=== muldiv_sequencer_flat ===
**muldiv_sequencer_flat: power grid**

The bar under the picture is 50 um long. Pins as bars on the die edge.
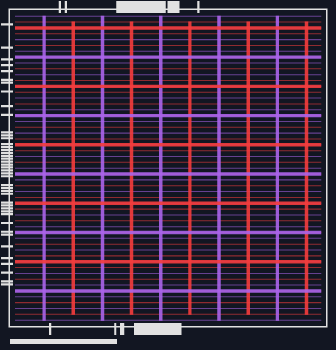
**muldiv_sequencer_flat: placement by cell class**

Fill, decap, tap and diode cells in gray.
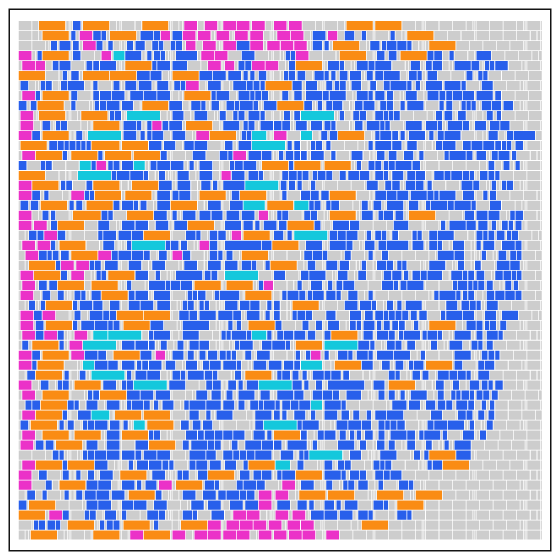
==> config.mk <==
export PLATFORM = sky130hd
export DESIGN_NAME = muldiv_sequencer_flat
export DESIGN_NICKNAME = d
export VERILOG_FILES = /design/src/rtl/muldiv_if.sv /design/src/rtl/muldiv_sequencer.sv /design/src/flat_wrapper.sv
export SDC_FILE = /design/constraint.sdc
export NUM_CORES = 1
export LEC_CHECK = 0
export CORE_MARGIN = 2
export CORE_UTILIZATION = 55
export CTS_CLUSTER_DIAMETER = 150
export DETAILED_ROUTE_END_ITERATION = 10
export PLACE_DENSITY = 0.76
export SYNTH_ARGS = -nofsm -noshare
export SYNTH_HDL_FRONTEND = slang
export SYNTH_SLANG_ARGS = --single-unit
==> constraint.sdc <==
create_clock -name clk -period 8.8 [get_ports clk]
set_input_delay 1.76 -clock clk [delete_from_list [all_inputs] [get_ports clk]]
set_output_delay 1.76 -clock clk [all_outputs]
set_load 0.01 [all_outputs]
==> src/rtl/muldiv_if.sv <==
// muldiv_if: request/response bundle between the EX stage and the multiply/divide sequencer
interface muldiv_if #(parameter int WIDTH = 32);
  logic             start;
  logic [1:0]       op;
  logic [WIDTH-1:0] in1;
  logic [WIDTH-1:0] in2;
  logic             flush;
  logic             stall;
  logic             busy;
  logic             done;
  logic [WIDTH-1:0] result;
  modport master (output start, op, in1, in2, flush, input stall, busy, done, result);
  modport slave (input start, op, in1, in2, flush, output stall, busy, done, result);
endinterface

==> src/rtl/muldiv_sequencer.sv <==
// muldiv_sequencer: radix-2 iterative unsigned MUL/MULHU/DIVU/REMU unit with pipeline stall control
module muldiv_sequencer #(parameter int WIDTH = 32) (
  input logic clk,
  input logic rst,
  muldiv_if.slave bus
);
  localparam int CW = $clog2(WIDTH);
  localparam logic [1:0] IDLE = 2'd0, RUN = 2'd1, DONE = 2'd2;
  logic [1:0] state, op_r;
  logic [CW-1:0] count;
  logic [WIDTH-1:0] hi, lo, b, held, res, hi_n, lo_n;
  logic [WIDTH:0] sum, sh, diff;
  logic accept, ge;
  // One iteration: hi/lo act as the product {hi,lo} for multiply and as remainder/quotient for divide
  always_comb begin
    sum = {1'b0, hi} + (lo[0] ? {1'b0, b} : '0);
    sh = {hi, lo[WIDTH-1]};
    diff = sh - {1'b0, b};
    ge = ~diff[WIDTH];
    hi_n = op_r[1] ? (ge ? diff[WIDTH-1:0] : sh[WIDTH-1:0]) : sum[WIDTH:1];
    lo_n = op_r[1] ? {lo[WIDTH-2:0], ge} : {sum[0], lo[WIDTH-1:1]};
    res = op_r[0] ? hi : lo;
    accept = (state == IDLE) & bus.start & ~bus.flush;
  end
  assign bus.stall = accept | (state == RUN);
  assign bus.busy = state != IDLE;
  assign bus.done = (state == DONE) & ~bus.flush;
  assign bus.result = bus.done ? res : held;
  // Control FSM and datapath registers; divide-by-zero preloads the architectural result and skips RUN
  always_ff @(posedge clk) begin
    if (rst) begin
      state <= IDLE;
      op_r <= '0;
      count <= '0;
      hi <= '0;
      lo <= '0;
      b <= '0;
      held <= '0;
    end else if (state != IDLE && bus.flush) begin
      state <= IDLE;
    end else if (state == IDLE) begin
      if (accept) begin
        op_r <= bus.op;
        b <= bus.op[1] ? bus.in2 : bus.in1;
        count <= '0;
        hi <= (bus.op[1] && bus.in2 == '0) ? bus.in1 : '0;
        lo <= (bus.op[1] && bus.in2 == '0) ? '1 : (bus.op[1] ? bus.in1 : bus.in2);
        state <= (bus.op[1] && bus.in2 == '0) ? DONE : RUN;
      end
    end else if (state == RUN) begin
      hi <= hi_n;
      lo <= lo_n;
      count <= count + 1'b1;
      if (count == CW'(WIDTH - 1)) state <= DONE;
    end else begin
      if (state == DONE) held <= res;
      state <= IDLE;
    end
  end
endmodule

==> src/flat_wrapper.sv <==
// flat-port wrapper written by rule: the top's interface ports become plain ports
module muldiv_sequencer_flat 
#(parameter int WIDTH = 32)
  (clk, rst, bus_start, bus_op, bus_in1, bus_in2, bus_flush, bus_stall, bus_busy, bus_done, bus_result);
  muldiv_if #(.WIDTH(WIDTH)) bus_i ();
  input logic clk;
  input logic rst;
  input wire logic [$bits(bus_i.start)-1:0] bus_start;
  input wire logic [$bits(bus_i.op)-1:0] bus_op;
  input wire logic [$bits(bus_i.in1)-1:0] bus_in1;
  input wire logic [$bits(bus_i.in2)-1:0] bus_in2;
  input wire logic [$bits(bus_i.flush)-1:0] bus_flush;
  output wire logic [$bits(bus_i.stall)-1:0] bus_stall;
  output wire logic [$bits(bus_i.busy)-1:0] bus_busy;
  output wire logic [$bits(bus_i.done)-1:0] bus_done;
  output wire logic [$bits(bus_i.result)-1:0] bus_result;
  assign bus_i.start = bus_start;
  assign bus_i.op = bus_op;
  assign bus_i.in1 = bus_in1;
  assign bus_i.in2 = bus_in2;
  assign bus_i.flush = bus_flush;
  assign bus_stall = bus_i.stall;
  assign bus_busy = bus_i.busy;
  assign bus_done = bus_i.done;
  assign bus_result = bus_i.result;
  muldiv_sequencer #(.WIDTH(WIDTH)) u_core (.clk(clk), .rst(rst), .bus(bus_i));
endmodule
==> flow_metrics.env <==
# physical design summary
export IMPL_outcome="completed"
export IMPL_nNetsFinal=1643
export IMPL_logic_area_um2=7950
export IMPL_power_leader="the clock network"
export IMPL_crit_path_start_kind="primary input"
export IMPL_async_flop_share_pct=0
export IMPL_num_antenna_cells=0
export IMPL_portBuffers=104
export IMPL_synth_stat_cells=1461
export IMPL_worstSetupPathType="in2out"
export IMPL_whs_path_depth=2
export IMPL_fp_nets=1599
export IMPL_drive_gt1_share_pct=5.14
export IMPL_flops=137
export IMPL_pre_cts_ws_ns=3.25
export IMPL_drt_initial_drc_count=1207
export IMPL_dominant_cells="logic gates"
export IMPL_rsz0062_at_grt="false"
export IMPL_ff_type="dfxtp_1"
export IMPL_h_tree_depth=4
export IMPL_grt_remaining_overflow=0
export IMPL_dpl_cell_area_um2=12400
export IMPL_drv_cap=0
export IMPL_cp_depth=6
export IMPL_drt_pass1_iter_count=5
export IMPL_hold_ws_ns=0.469
export IMPL_taps=270
export IMPL_cts_resized_gates=0
export IMPL_pg_comb_uw=651
## Picture notes: 'power grid' of muldiv_sequencer_flat
Key: VDD = red; VSS = purple
53 met1 rails follow the rows. The core has 52 rows. 10 straps on met5. 105 signal pins sit on the boundary. 10 straps on met4.
die height: 147 um
Max IR drop VDD: 0.124 mV
Core Region: 20200 um^2
die width: 147 um

## Picture notes: 'placement by cell class' of muldiv_sequencer_flat
Key: clock drivers and dummy loads = cyan [cells 32, share of their area 4.7%]; flops = orange [cells 137, share of their area 22%]; other buffers and delay cells = magenta [cells 118, share of their area 9.0%]; combinational and other logic = blue [cells 1231, share of their area 65%]
fraction of area in registers: 21.2%
num rows: 52
final instance area: 13000 um^2
final core occ: 64.3%

-- routing by layer --
metal / up-vias / global-route usage [%]
met2: 583 / 48.6
li1: 5439 / -
met1: 5375 / 49.8
met4: 0 / 12.3
met5: - / 0
met3: 78 / 6.96
-- final timing paths --
path / slack (ns) / endpoint
max: 3.22 / bus_result[31]
min: 0.47 / u_core.count[4]$_SDFFE_PP0P_
max reg2reg: 4.45 / u_core.hi[18]$_SDFFE_PP0P_
min reg2reg: 0.47 / u_core.count[4]$_SDFFE_PP0P_

=== uart_rx ===
`src/rtl/uart_pkg.sv`:
```
// Types and defaults shared by the UART receive and transmit paths.
package uart_pkg;

  typedef enum logic [2:0] {
    WAIT_IDLE,
    IDLE,
    START,
    DATA,
    PARITY,
    STOP
  } uart_state_e;

  localparam int unsigned CLKS_PER_BIT_DEF = 16;
  localparam int unsigned DATA_WIDTH_DEF   = 8;

endpackage

```
`src/rtl/uart_rx_sipo.sv`:
```
// Serial-in/parallel-out register; bits enter at the MSB so an LSB-first frame lands in order.
module uart_rx_sipo #(
  parameter int unsigned DATA_WIDTH = 8
) (
  input  logic                  clk,
  input  logic                  rst_n,
  input  logic                  i_shift_en,
  input  logic                  i_serial_in,
  output logic [DATA_WIDTH-1:0] o_parallel_out
);

  logic [DATA_WIDTH-1:0] r_data;

  always_ff @(posedge clk or negedge rst_n) begin
    if (!rst_n) begin
      r_data <= '0;
    end else if (i_shift_en) begin
      r_data <= {i_serial_in, r_data[DATA_WIDTH-1:1]};
    end
  end

  assign o_parallel_out = r_data;

endmodule

```
`src/rtl/uart_rx.sv`:
```
// UART receiver: synchronized serial line to parallel byte with even-parity and framing checks.
module uart_rx
  import uart_pkg::*;
#(
  parameter int unsigned DATA_WIDTH   = DATA_WIDTH_DEF,
  parameter int unsigned CLKS_PER_BIT = CLKS_PER_BIT_DEF
) (
  input  logic                  clk,
  input  logic                  rst_n,
  input  logic                  i_rx_in,
  input  logic                  i_parity_enable,
  output logic [DATA_WIDTH-1:0] o_data_out,
  output logic                  o_data_valid,
  output logic                  o_parity_error,
  output logic                  o_framing_error,
  output logic                  o_busy
);

  localparam int unsigned CntW = $clog2(CLKS_PER_BIT);
  localparam int unsigned IdxW = $clog2(DATA_WIDTH + 1);
  localparam logic [CntW-1:0] CntHalf = CntW'(CLKS_PER_BIT / 2 - 1);
  localparam logic [CntW-1:0] CntFull = CntW'(CLKS_PER_BIT - 1);
  localparam logic [IdxW-1:0] IdxLast = IdxW'(DATA_WIDTH - 1);

  logic                  r_sync1, r_sync2, w_rx_s;
  uart_state_e           r_state, w_state_d;
  logic [CntW-1:0]       r_cnt, w_cnt_d;
  logic [IdxW-1:0]       r_bit_idx, w_bit_idx_d;
  logic                  r_par_en, w_par_en_d;
  logic                  r_par, w_par_d;
  logic                  w_shift_en;
  logic [DATA_WIDTH-1:0] w_shift;
  logic [DATA_WIDTH-1:0] r_data_out, w_data_d;
  logic                  r_valid, w_valid_d;
  logic                  r_perr, w_perr_d;
  logic                  r_ferr, w_ferr_d;
  logic                  r_busy, w_busy_d;
  logic                  w_half, w_full, w_par_ok;

  // rx_in is asynchronous to clk; sync flops reset to the idle level.
  always_ff @(posedge clk or negedge rst_n) begin
    if (!rst_n) begin
      r_sync1 <= 1'b1;
      r_sync2 <= 1'b1;
    end else begin
      r_sync1 <= i_rx_in;
      r_sync2 <= r_sync1;
    end
  end

  assign w_rx_s   = r_sync2;
  assign w_half   = (r_cnt == CntHalf);
  assign w_full   = (r_cnt == CntFull);
  assign w_par_ok = !r_par_en || (r_par == ^w_shift);

  uart_rx_sipo #(
    .DATA_WIDTH(DATA_WIDTH)
  ) u_sipo (
    .clk           (clk),
    .rst_n         (rst_n),
    .i_shift_en    (w_shift_en),
    .i_serial_in   (w_rx_s),
    .o_parallel_out(w_shift)
  );

  always_ff @(posedge clk or negedge rst_n) begin
    if (!rst_n) begin
      r_state <= WAIT_IDLE;
    end else begin
      r_state <= w_state_d;
    end
  end

  always_comb begin
    w_state_d = r_state;
    unique case (r_state)
      WAIT_IDLE: if (w_rx_s) w_state_d = IDLE;
      IDLE:      if (!w_rx_s) w_state_d = START;
      START:     if (w_half) w_state_d = w_rx_s ? IDLE : DATA;
      DATA: begin
        if (w_full && (r_bit_idx == IdxLast)) w_state_d = r_par_en ? PARITY : STOP;
      end
      PARITY:    if (w_full) w_state_d = STOP;
      // A low stop bit may be a line break, so wait for the line to return high.
      STOP:      if (w_full) w_state_d = w_rx_s ? IDLE : WAIT_IDLE;
      default:   w_state_d = WAIT_IDLE;
    endcase
  end

  always_comb begin
    w_cnt_d     = r_cnt + 1'b1;
    w_bit_idx_d = r_bit_idx;
    w_par_en_d  = r_par_en;
    w_par_d     = r_par;
    w_shift_en  = 1'b0;
    w_data_d    = r_data_out;
    w_valid_d   = 1'b0;
    w_perr_d    = 1'b0;
    w_ferr_d    = 1'b0;
    w_busy_d    = (w_state_d != IDLE) && (w_state_d != WAIT_IDLE);
    unique case (r_state)
      WAIT_IDLE: w_cnt_d = '0;
      IDLE: begin
        w_cnt_d     = '0;
        w_bit_idx_d = '0;
        if (!w_rx_s) w_par_en_d = i_parity_enable;
      end
      START: begin
        if (w_half) begin
          w_cnt_d     = '0;
          w_bit_idx_d = '0;
        end
      end
      DATA: begin
        if (w_full) begin
          w_shift_en  = 1'b1;
          w_cnt_d     = '0;
          w_bit_idx_d = r_bit_idx + 1'b1;
        end
      end
      PARITY: begin
        if (w_full) begin
          w_par_d = w_rx_s;
          w_cnt_d = '0;
        end
      end
      STOP: begin
        if (w_full) begin
          w_cnt_d = '0;
          if (!w_rx_s) begin
            w_ferr_d = 1'b1;
          end else if (!w_par_ok) begin
            w_perr_d = 1'b1;
          end else begin
            w_valid_d = 1'b1;
            w_data_d  = w_shift;
          end
        end
      end
      default: w_cnt_d = '0;
    endcase
  end

  always_ff @(posedge clk or negedge rst_n) begin
    if (!rst_n) begin
      r_cnt      <= '0;
      r_bit_idx  <= '0;
      r_par_en   <= 1'b0;
      r_par      <= 1'b0;
      r_data_out <= '0;
      r_valid    <= 1'b0;
      r_perr     <= 1'b0;
      r_ferr     <= 1'b0;
      r_busy     <= 1'b0;
    end else begin
      r_cnt      <= w_cnt_d;
      r_bit_idx  <= w_bit_idx_d;
      r_par_en   <= w_par_en_d;
      r_par      <= w_par_d;
      r_data_out <= w_data_d;
      r_valid    <= w_valid_d;
      r_perr     <= w_perr_d;
      r_ferr     <= w_ferr_d;
      r_busy     <= w_busy_d;
    end
  end

  assign o_data_out      = r_data_out;
  assign o_data_valid    = r_valid;
  assign o_parity_error  = r_perr;
  assign o_framing_error = r_ferr;
  assign o_busy          = r_busy;

endmodule
```
`config.mk`:
```
export PLATFORM = sky130hd
export DESIGN_NAME = uart_rx
export DESIGN_NICKNAME = d
export VERILOG_FILES = /design/src/rtl/uart_pkg.sv /design/src/rtl/uart_rx_sipo.sv /design/src/rtl/uart_rx.sv
export SDC_FILE = /design/constraint.sdc
export NUM_CORES = 1
export LEC_CHECK = 0
export CORE_UTILIZATION = 40
export DETAILED_ROUTE_END_ITERATION = 10
export GPL_TIMING_DRIVEN = 0
export PLACE_DENSITY_LB_ADDON = 0.3
export SYNTH_ARGS = -nofsm -noshare
export SYNTH_HDL_FRONTEND = slang
export SYNTH_SLANG_ARGS = --single-unit
```
`constraint.sdc`:
```
create_clock -name clk -period 3.5 [get_ports clk]
set_clock_uncertainty 0.1 [all_clocks]
set_input_delay 0.35 -clock clk [delete_from_list [all_inputs] [get_ports clk]]
set_output_delay 0.35 -clock clk [all_outputs]
set_load 0.005 [all_outputs]
```
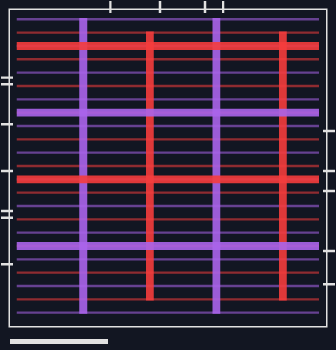
**Above:** uart_rx (power grid).
The bar under the picture is 20 um long. Pins as bars on the die edge.
Key: VSS = purple; VDD = red
4 straps on met5. 23 met1 rails follow the rows. The core has 22 rows. 16 signal pins sit on the boundary.
Core Region: 3690 um^2
Max IR drop VDD: 0.260 mV
die width: 64.5 um

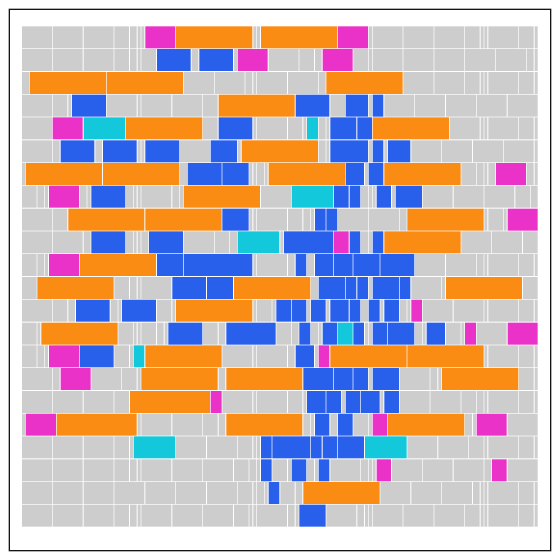
**Above:** uart_rx (placement by cell class).
Fill, decap, tap and diode cells in gray.
Key: flops = orange [cells 35, share of their area 49%]; combinational and other logic = blue [cells 87, share of their area 36%]; other buffers and delay cells = magenta [cells 22, share of their area 9.8%]; clock drivers and dummy loads = cyan [cells 8, share of their area 4.6%]
final core occ: 50.1%
num rows: 22
fraction of area in registers: 47.6%
final instance area: 1850 um^2

==> flow_metrics.env <==
# physical design summary
export IMPL_switchingPower_uw=365
export IMPL_grt_pass1_wl_mm=4.54
export IMPL_syn_to_final_growth_pct=18.4
export IMPL_num_nonclk_buffers=22
export IMPL_nClkBuffers=7
export IMPL_antenna_found_initial=0
export IMPL_ys_chip_area_um2=1560
export IMPL_simple_gate_area_share_pct=12.1
export IMPL_ctsHoldBuffers=0
export IMPL_flops=35
export IMPL_power_leader="sequential cells"
export IMPL_reg2reg_from="r_cnt[0]$_DFF_PN0_"
export IMPL_drive_gt1_share_pct=22.4
export IMPL_synthDistinctLibCells=35
export IMPL_hold_ws_ns=0.0306
export IMPL_intPower_uw=780
export IMPL_worstSetupPathType="reg2reg"
export IMPL_grt_max_degree=36
export IMPL_dpl_cell_area_um2=1770
export IMPL_synth_seq_cells=35
export IMPL_hold_class="in2async"
export IMPL_cts_buffer_depth=2
export IMPL_cts_resized_gates=0
export IMPL_largest_area_cell="dfrtp_1"
export IMPL_synth_stat_cells=129
export IMPL_fp_nets=135
export IMPL_ff_type="dfrtp_1"
export IMPL_xor_share_pct=6.42
export IMPL_common_cells="33 x dfrtp_1, 18 x mux2_2, 9 x nor2_1"
export IMPL_dp_cells=192
export IMPL_ant_nets=0
export IMPL_max_freq_mhz=453
export IMPL_rrSetupSlack_ns=1.29
export IMPL_avgSynthCellArea_um2=12.1
export IMPL_clockRootBuffer="clkbuf_8"
export IMPL_yosys_warnings=0
export IMPL_h_tree_depth=2
export IMPL_yosys_stat_seqShare_pct=56.3
export IMPL_vias=1017
export IMPL_timing_max_slew_rel_slack_pct=49.2
export IMPL_ys_sh_mux_pct=13.0
export IMPL_synthTopCellsByArea="dfrtp_1 53%, mux2_2 13%, dfstp_2 3.4%"
export IMPL_lay_top_cells="33 x dfrtp_1, 18 x mux2_2, 14 x clkdlybuf4s50_1"
export IMPL_outcome="completed"
export IMPL_post_cts_setup_buffers=0
export IMPL_period_minus_slack_ns=2.21
export IMPL_clk_share_pct=4.40
export IMPL_logic_area_um2=641
export IMPL_place_congestion=0.817
export IMPL_final_setup_viol_count=0
export IMPL_top_area_share_pct=52.9
export IMPL_crit_path_end_kind="register"
export IMPL_p_leak_uw=0.000837
export IMPL_final_common_cell="dfrtp_1"
export IMPL_reg2reg_depth=6
export IMPL_clkLatencyLatePin_ns=0.28
export IMPL_fillers=335
export IMPL_io_pins=16
export IMPL_clk_pin_slew_worst_paths_ns=0.07
export IMPL_comb_cells=84
export IMPL_setup_ws_ns=1.29
export IMPL_grtUsageTotal_pct=14.7
## worst max-delay path: stages (launching register included)
cell	delay, ns
dfrtp_1	0.37
ha_1	0.29
and3_1	0.24
and2_1	0.17
nand4_1	0.21
a21oi_4	0.35
mux2_2	0.38
## metal layers
metal | GRT usage, % | routed length [um] | part of all wire [%]
met1 | 17.7 | 1230 | 47
met2 | 22.2 | 1220 | 47
met3 | 5.63 | 123 | 4.7
met4 | 8.89 | 51 | 1.9
met5 | 0 | 0 | 0

=== aes_core_sched ===
**aes_core_sched: power grid**

The bar under the picture is 20 um long. Pins as bars on the die edge.
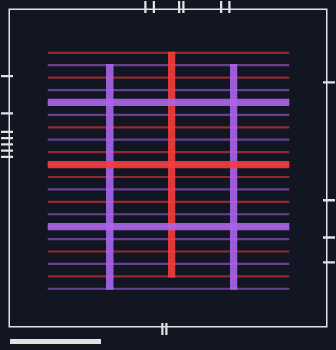
**aes_core_sched: placement by cell class**

Fill, decap, tap and diode cells in gray.
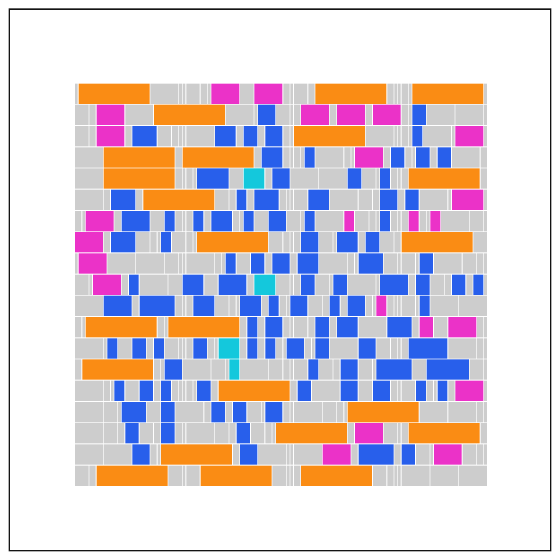
**aes_core_sched: clock wires, drivers and flops**

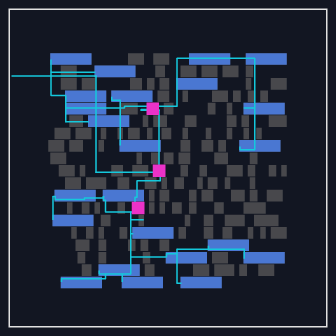
`src/rtl/aes_core_sched.sv`:
```
// aes_core_sched: round-robin scheduler for a shared AES core between two requesters.
// It arbitrates one job at a time and reloads the key schedule whenever the cached
// key cannot be reused. It aborts with a one-cycle error pulse if the key expansion
// or the AES block does not finish within TIMEOUT cycles.
module aes_core_sched #(
    parameter int TIMEOUT = 64,
    parameter int CW      = 7
) (
    input  logic       hclk,
    input  logic       hrst,
    input  logic [1:0] req,
    input  logic [1:0] req_encrypt,
    input  logic [1:0] req_key_chg,
    input  logic       key_done,
    input  logic       aes_done,
    output logic [1:0] grant,
    output logic       encrypt,
    output logic       key_load,
    output logic       aes_start,
    output logic [1:0] job_done,
    output logic       job_err,
    output logic       busy
);

    typedef enum logic [2:0] {
        S_IDLE  = 3'd0,
        S_KEY   = 3'd1,
        S_KWAIT = 3'd2,
        S_START = 3'd3,
        S_RUN   = 3'd4,
        S_DONE  = 3'd5,
        S_ERR   = 3'd6
    } state_t;

    state_t        r_state;
    logic          r_ptr;        // preferred requester for the next grant
    logic          r_win;        // requester owning the current job
    logic          r_key_valid;  // expanded key schedule is usable
    logic          r_key_owner;  // requester whose key is currently expanded
    logic [CW-1:0] r_cnt;        // cycles spent waiting in KWAIT or RUN

    logic          w_win;
    logic          w_key_need;
    logic          w_expire;

    // Winner selection, key-reuse decision and timeout detection
    always_comb begin
        w_win      = 1'b0;
        w_key_need = 1'b1;
        w_expire   = 1'b0;
        if (req[r_ptr]) begin
            w_win = r_ptr;
        end else begin
            w_win = ~r_ptr;
        end
        w_key_need = ~r_key_valid | (r_key_owner != w_win) | req_key_chg[w_win];
        w_expire   = (r_cnt == CW'(TIMEOUT - 1));
    end

    // Scheduler FSM with all outputs registered alongside the state
    always_ff @(posedge hclk or posedge hrst) begin
        if (hrst) begin
            r_state     <= S_IDLE;
            r_ptr       <= 1'b0;
            r_win       <= 1'b0;
            r_key_valid <= 1'b0;
            r_key_owner <= 1'b0;
            r_cnt       <= '0;
            grant       <= 2'b00;
            encrypt     <= 1'b0;
            key_load    <= 1'b0;
            aes_start   <= 1'b0;
            job_done    <= 2'b00;
            job_err     <= 1'b0;
            busy        <= 1'b0;
        end else begin
            // pulses default low; each state raises the one it owns
            key_load  <= 1'b0;
            aes_start <= 1'b0;
            job_done  <= 2'b00;
            job_err   <= 1'b0;
            case (r_state)
                S_IDLE: begin
                    if (|req) begin
                        r_win   <= w_win;
                        grant   <= w_win ? 2'b10 : 2'b01;
                        encrypt <= req_encrypt[w_win];
                        busy    <= 1'b1;
                        if (w_key_need) begin
                            r_state  <= S_KEY;
                            key_load <= 1'b1;
                        end else begin
                            r_state   <= S_START;
                            aes_start <= 1'b1;
                        end
                    end else begin
                        busy <= 1'b0;
                    end
                end
                S_KEY: begin
                    r_state <= S_KWAIT;
                    r_cnt   <= '0;
                end
                S_KWAIT: begin
                    if (key_done) begin
                        r_key_valid <= 1'b1;
                        r_key_owner <= r_win;
                        r_state     <= S_START;
                        aes_start   <= 1'b1;
                    end else if (w_expire) begin
                        r_state     <= S_ERR;
                        job_err     <= 1'b1;
                        grant       <= 2'b00;
                        encrypt     <= 1'b0;
                        r_key_valid <= 1'b0;
                        r_ptr       <= ~r_win;
                    end else begin
                        r_cnt <= r_cnt + CW'(1'b1);
                    end
                end
                S_START: begin
                    r_state <= S_RUN;
                    r_cnt   <= '0;
                end
                S_RUN: begin
                    // a done arriving on the expiry cycle still completes the job
                    if (aes_done) begin
                        r_state  <= S_DONE;
                        job_done <= r_win ? 2'b10 : 2'b01;
                        grant    <= 2'b00;
                        encrypt  <= 1'b0;
                        r_ptr    <= ~r_win;
                    end else if (w_expire) begin
                        r_state     <= S_ERR;
                        job_err     <= 1'b1;
                        grant       <= 2'b00;
                        encrypt     <= 1'b0;
                        r_key_valid <= 1'b0;
                        r_ptr       <= ~r_win;
                    end else begin
                        r_cnt <= r_cnt + CW'(1'b1);
                    end
                end
                S_DONE: begin
                    r_state <= S_IDLE;
                    busy    <= 1'b0;
                end
                S_ERR: begin
                    r_state <= S_IDLE;
                    busy    <= 1'b0;
                end
                default: begin
                    r_state <= S_IDLE;
                    grant   <= 2'b00;
                    encrypt <= 1'b0;
                    busy    <= 1'b0;
                end
            endcase
        end
    end

endmodule

```
`config.mk`:
```
export PLATFORM = sky130hd
export DESIGN_NAME = aes_core_sched
export DESIGN_NICKNAME = d
export VERILOG_FILES = /design/src/rtl/aes_core_sched.sv
export SDC_FILE = /design/constraint.sdc
export NUM_CORES = 1
export LEC_CHECK = 0
export ABC_AREA = 0
export CAP_MARGIN = 20
export CELL_PAD_IN_SITES_DETAIL_PLACEMENT = 1
export CELL_PAD_IN_SITES_GLOBAL_PLACEMENT = 1
export CORE_MARGIN = 8
export CORE_UTILIZATION = 43
export DETAILED_ROUTE_END_ITERATION = 16
export GPL_TIMING_DRIVEN = 0
export PLACE_DENSITY_LB_ADDON = 0.1
export SETUP_SLACK_MARGIN = 0.02
export SLEW_MARGIN = 30
export SYNTH_ARGS = -nofsm -noshare
export SYNTH_HDL_FRONTEND = slang
export SYNTH_SLANG_ARGS = --single-unit
```
`constraint.sdc`:
```
create_clock -name hclk -period 3.22 [get_ports hclk]
set_clock_uncertainty 0.15 [all_clocks]
set_input_delay 0.966 -clock hclk [delete_from_list [all_inputs] [get_ports hclk]]
set_output_delay 0.966 -clock hclk [all_outputs]
set_load 0.005 [all_outputs]
```
==> flow_metrics.env <==
# physical design summary
export IMPL_clockRootBuffer="clkbuf_4"
export IMPL_final_setup_viol_count=0
export IMPL_seq_area_um2=576
export IMPL_antenna_found_initial=0
export IMPL_dr_wl_met2_mm=1.61
export IMPL_wl_met1_mm=1.56
export IMPL_slew_viol_final=0
export IMPL_comb_cells=96
export IMPL_ctsHoldBuffers=0
export IMPL_path_cells="clkdlybuf4s50_1 -> or4b_2 -> o311ai_0 -> o21ai_1 -> a22o_1"
export IMPL_fp_nets=140
export IMPL_cpMaxStageDelayCell="or4b_2"
export IMPL_rrSetupSlack_ns=1.16
export IMPL_top_area_share_pct=47.3
export IMPL_grt_max_degree=24
export IMPL_sequentialPower_uw=425
export IMPL_hold_path_end="grant[0]$_DFFE_PP0P_"
export IMPL_nClkBuffers=4
export IMPL_power_leader="combinational cells"
export IMPL_slowest_delay_ns=0.65
export IMPL_tns_ns=0
export IMPL_synth_area_um2=1220
export IMPL_regMostFlops="r_cnt"
export IMPL_hold_ws_ns=0.362
export IMPL_nNetsFinal=163
export IMPL_switchingPower_uw=439
export IMPL_critPathBufInv=1
export IMPL_syn_inst=129
export IMPL_r2r_end="r_cnt[5]$_DFFE_PP0P_"
export IMPL_outcome="completed"
export IMPL_pg_comb_uw=529
export IMPL_post_cts_setup_buffers=0
export IMPL_required_ns=3.29
export IMPL_clk_share_pct=1.80
export IMPL_lay_top_cells="23 x dfrtp_1, 18 x clkdlybuf4s50_1, 12 x o21ai_0"
export IMPL_wl_mm=3.35
export IMPL_io_pins=19
export IMPL_flops=23
export IMPL_intPower_uw=651
export IMPL_cts_buffer_depth=2
export IMPL_ant_nets=0
export IMPL_logic_area_um2=596
export IMPL_dieArea_um2=4790
export IMPL_grt_remaining_overflow=0
export IMPL_synth_seq_cells=23
export IMPL_top_layer="met4"
export IMPL_post_drt_wl_per_cell_um=18.4
export IMPL_drt_pass1_iter_count=4
export IMPL_comb_area_share_pct=40.7
export IMPL_hold_class="reg2reg"
export IMPL_h_tree_depth=1
export IMPL_crit_arrival_ns=2.72
export IMPL_drive_gt1_share_pct=7.95
export IMPL_dominant_cells="logic gates"
export IMPL_crit_family="simple AND/OR/NAND/NOR gates"
export IMPL_fin_cells=182
export IMPL_fp_dieW_um=69.2
export IMPL_worstSetupPathType="in2reg"
export IMPL_power_density_nw_per_um2=745
export IMPL_num_antenna_cells=0
export IMPL_grtUsageMet1_pct=18.5
export IMPL_num_nonclk_buffers=24
export IMPL_clk_pin_slew_worst_paths_ns=0.13
export IMPL_min_delay_start="grant[0]$_DFFE_PP0P_"
export IMPL_yosys_warnings=0
export IMPL_wl_met3_um=101
export IMPL_via_per_inst=5.98
export IMPL_common_cells="23 x dfrtp_1, 12 x o21ai_0, 11 x nand2_1, 11 x nor2_1, 7 x a21oi_1"
export IMPL_edf_count=0
About 'power grid' of aes_core_sched:
Key: VDD = red; VSS = purple
The core has 19 rows. 3 straps on met5. 20 met1 rails follow the rows. 19 signal pins sit on the boundary. 3 straps on met4.
die height: 69.2 um
Max IR drop VDD: 0.544 mV

About 'placement by cell class' of aes_core_sched:
Key: flops = orange [cells 23, share of their area 40%]; clock drivers and dummy loads = cyan [cells 4, share of their area 1.8%]; combinational and other logic = blue [cells 100, share of their area 43%]; other buffers and delay cells = magenta [cells 24, share of their area 15%]
final instance area: 1460 um^2
Core Region: 2730 um^2
final core occ: 53.5%
num rows: 19

About 'clock wires, drivers and flops' of aes_core_sched:
Key: clock wires = cyan [length 312 um]; flip-flops = blue [count 23]; clock drivers = magenta [count 3]
There are 4 routed clock nets.
clock share of power: 12.5%
Clock Latency Late Sink: 0.31 ns

[logic make-up (layout without fill, tap and decap cells)]
logic type	count (synthesis)	count (layout)	share of synthesized area [%]
mux	4	4	3.39
simple gates	57	57	26.9
compound gates	33	33	16.9
xor+xnor	1	1	0.720
flops	23	23	47.3
buf+inv	10	32	3.80
fa+ha+maj	1	1	1.03
[through the flow]
step | instance area (um^2) | power (uW)
floorplan | 1220 | 760
global placement | 1440 | 931
detailed placement | 1440 | 959
CTS | 1460 | 1100
global route | 1460 | 1180
finish | 1460 | 1090


==> screenshots <==
Clock routing.
image #1
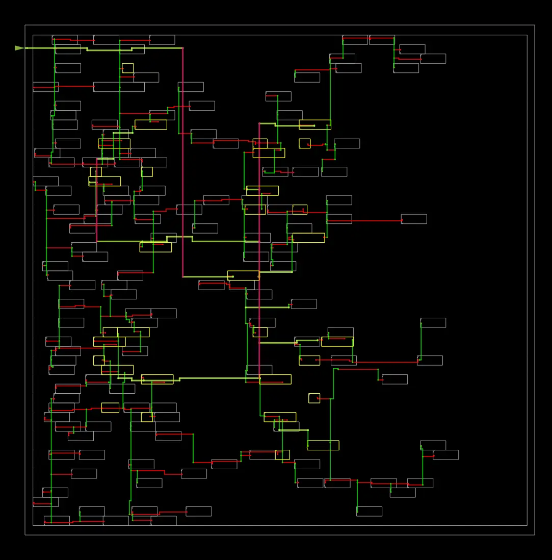
image #2
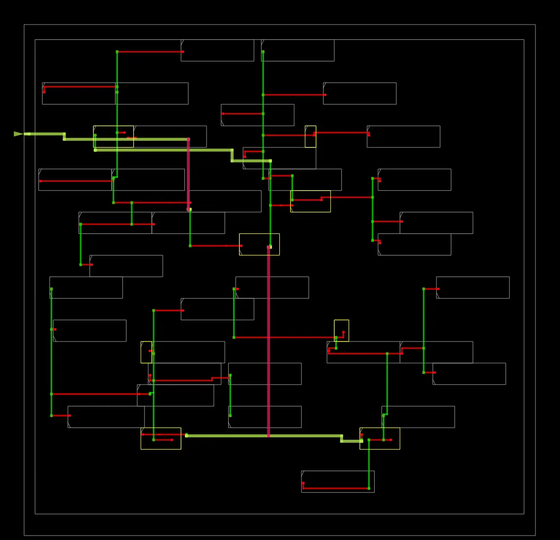
image #3
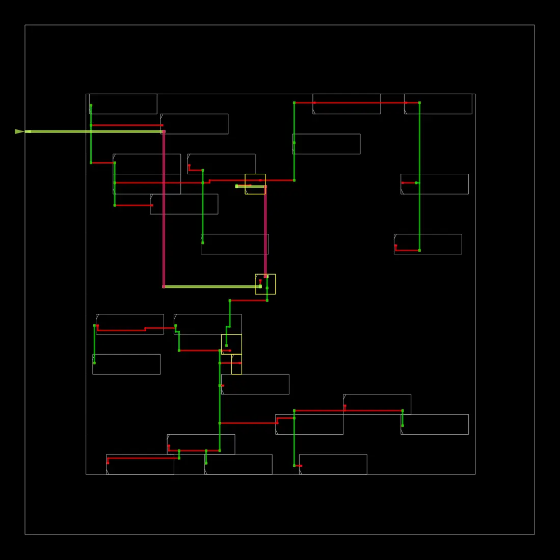
image #2 -> uart_rx
image #1 -> muldiv_sequencer_flat
image #3 -> aes_core_sched
The one with the most clock buffers is image #1.
The one with the fewest clock buffers is image #3.

Power figures rest on the tool's default switching activity, not on a simulated workload.
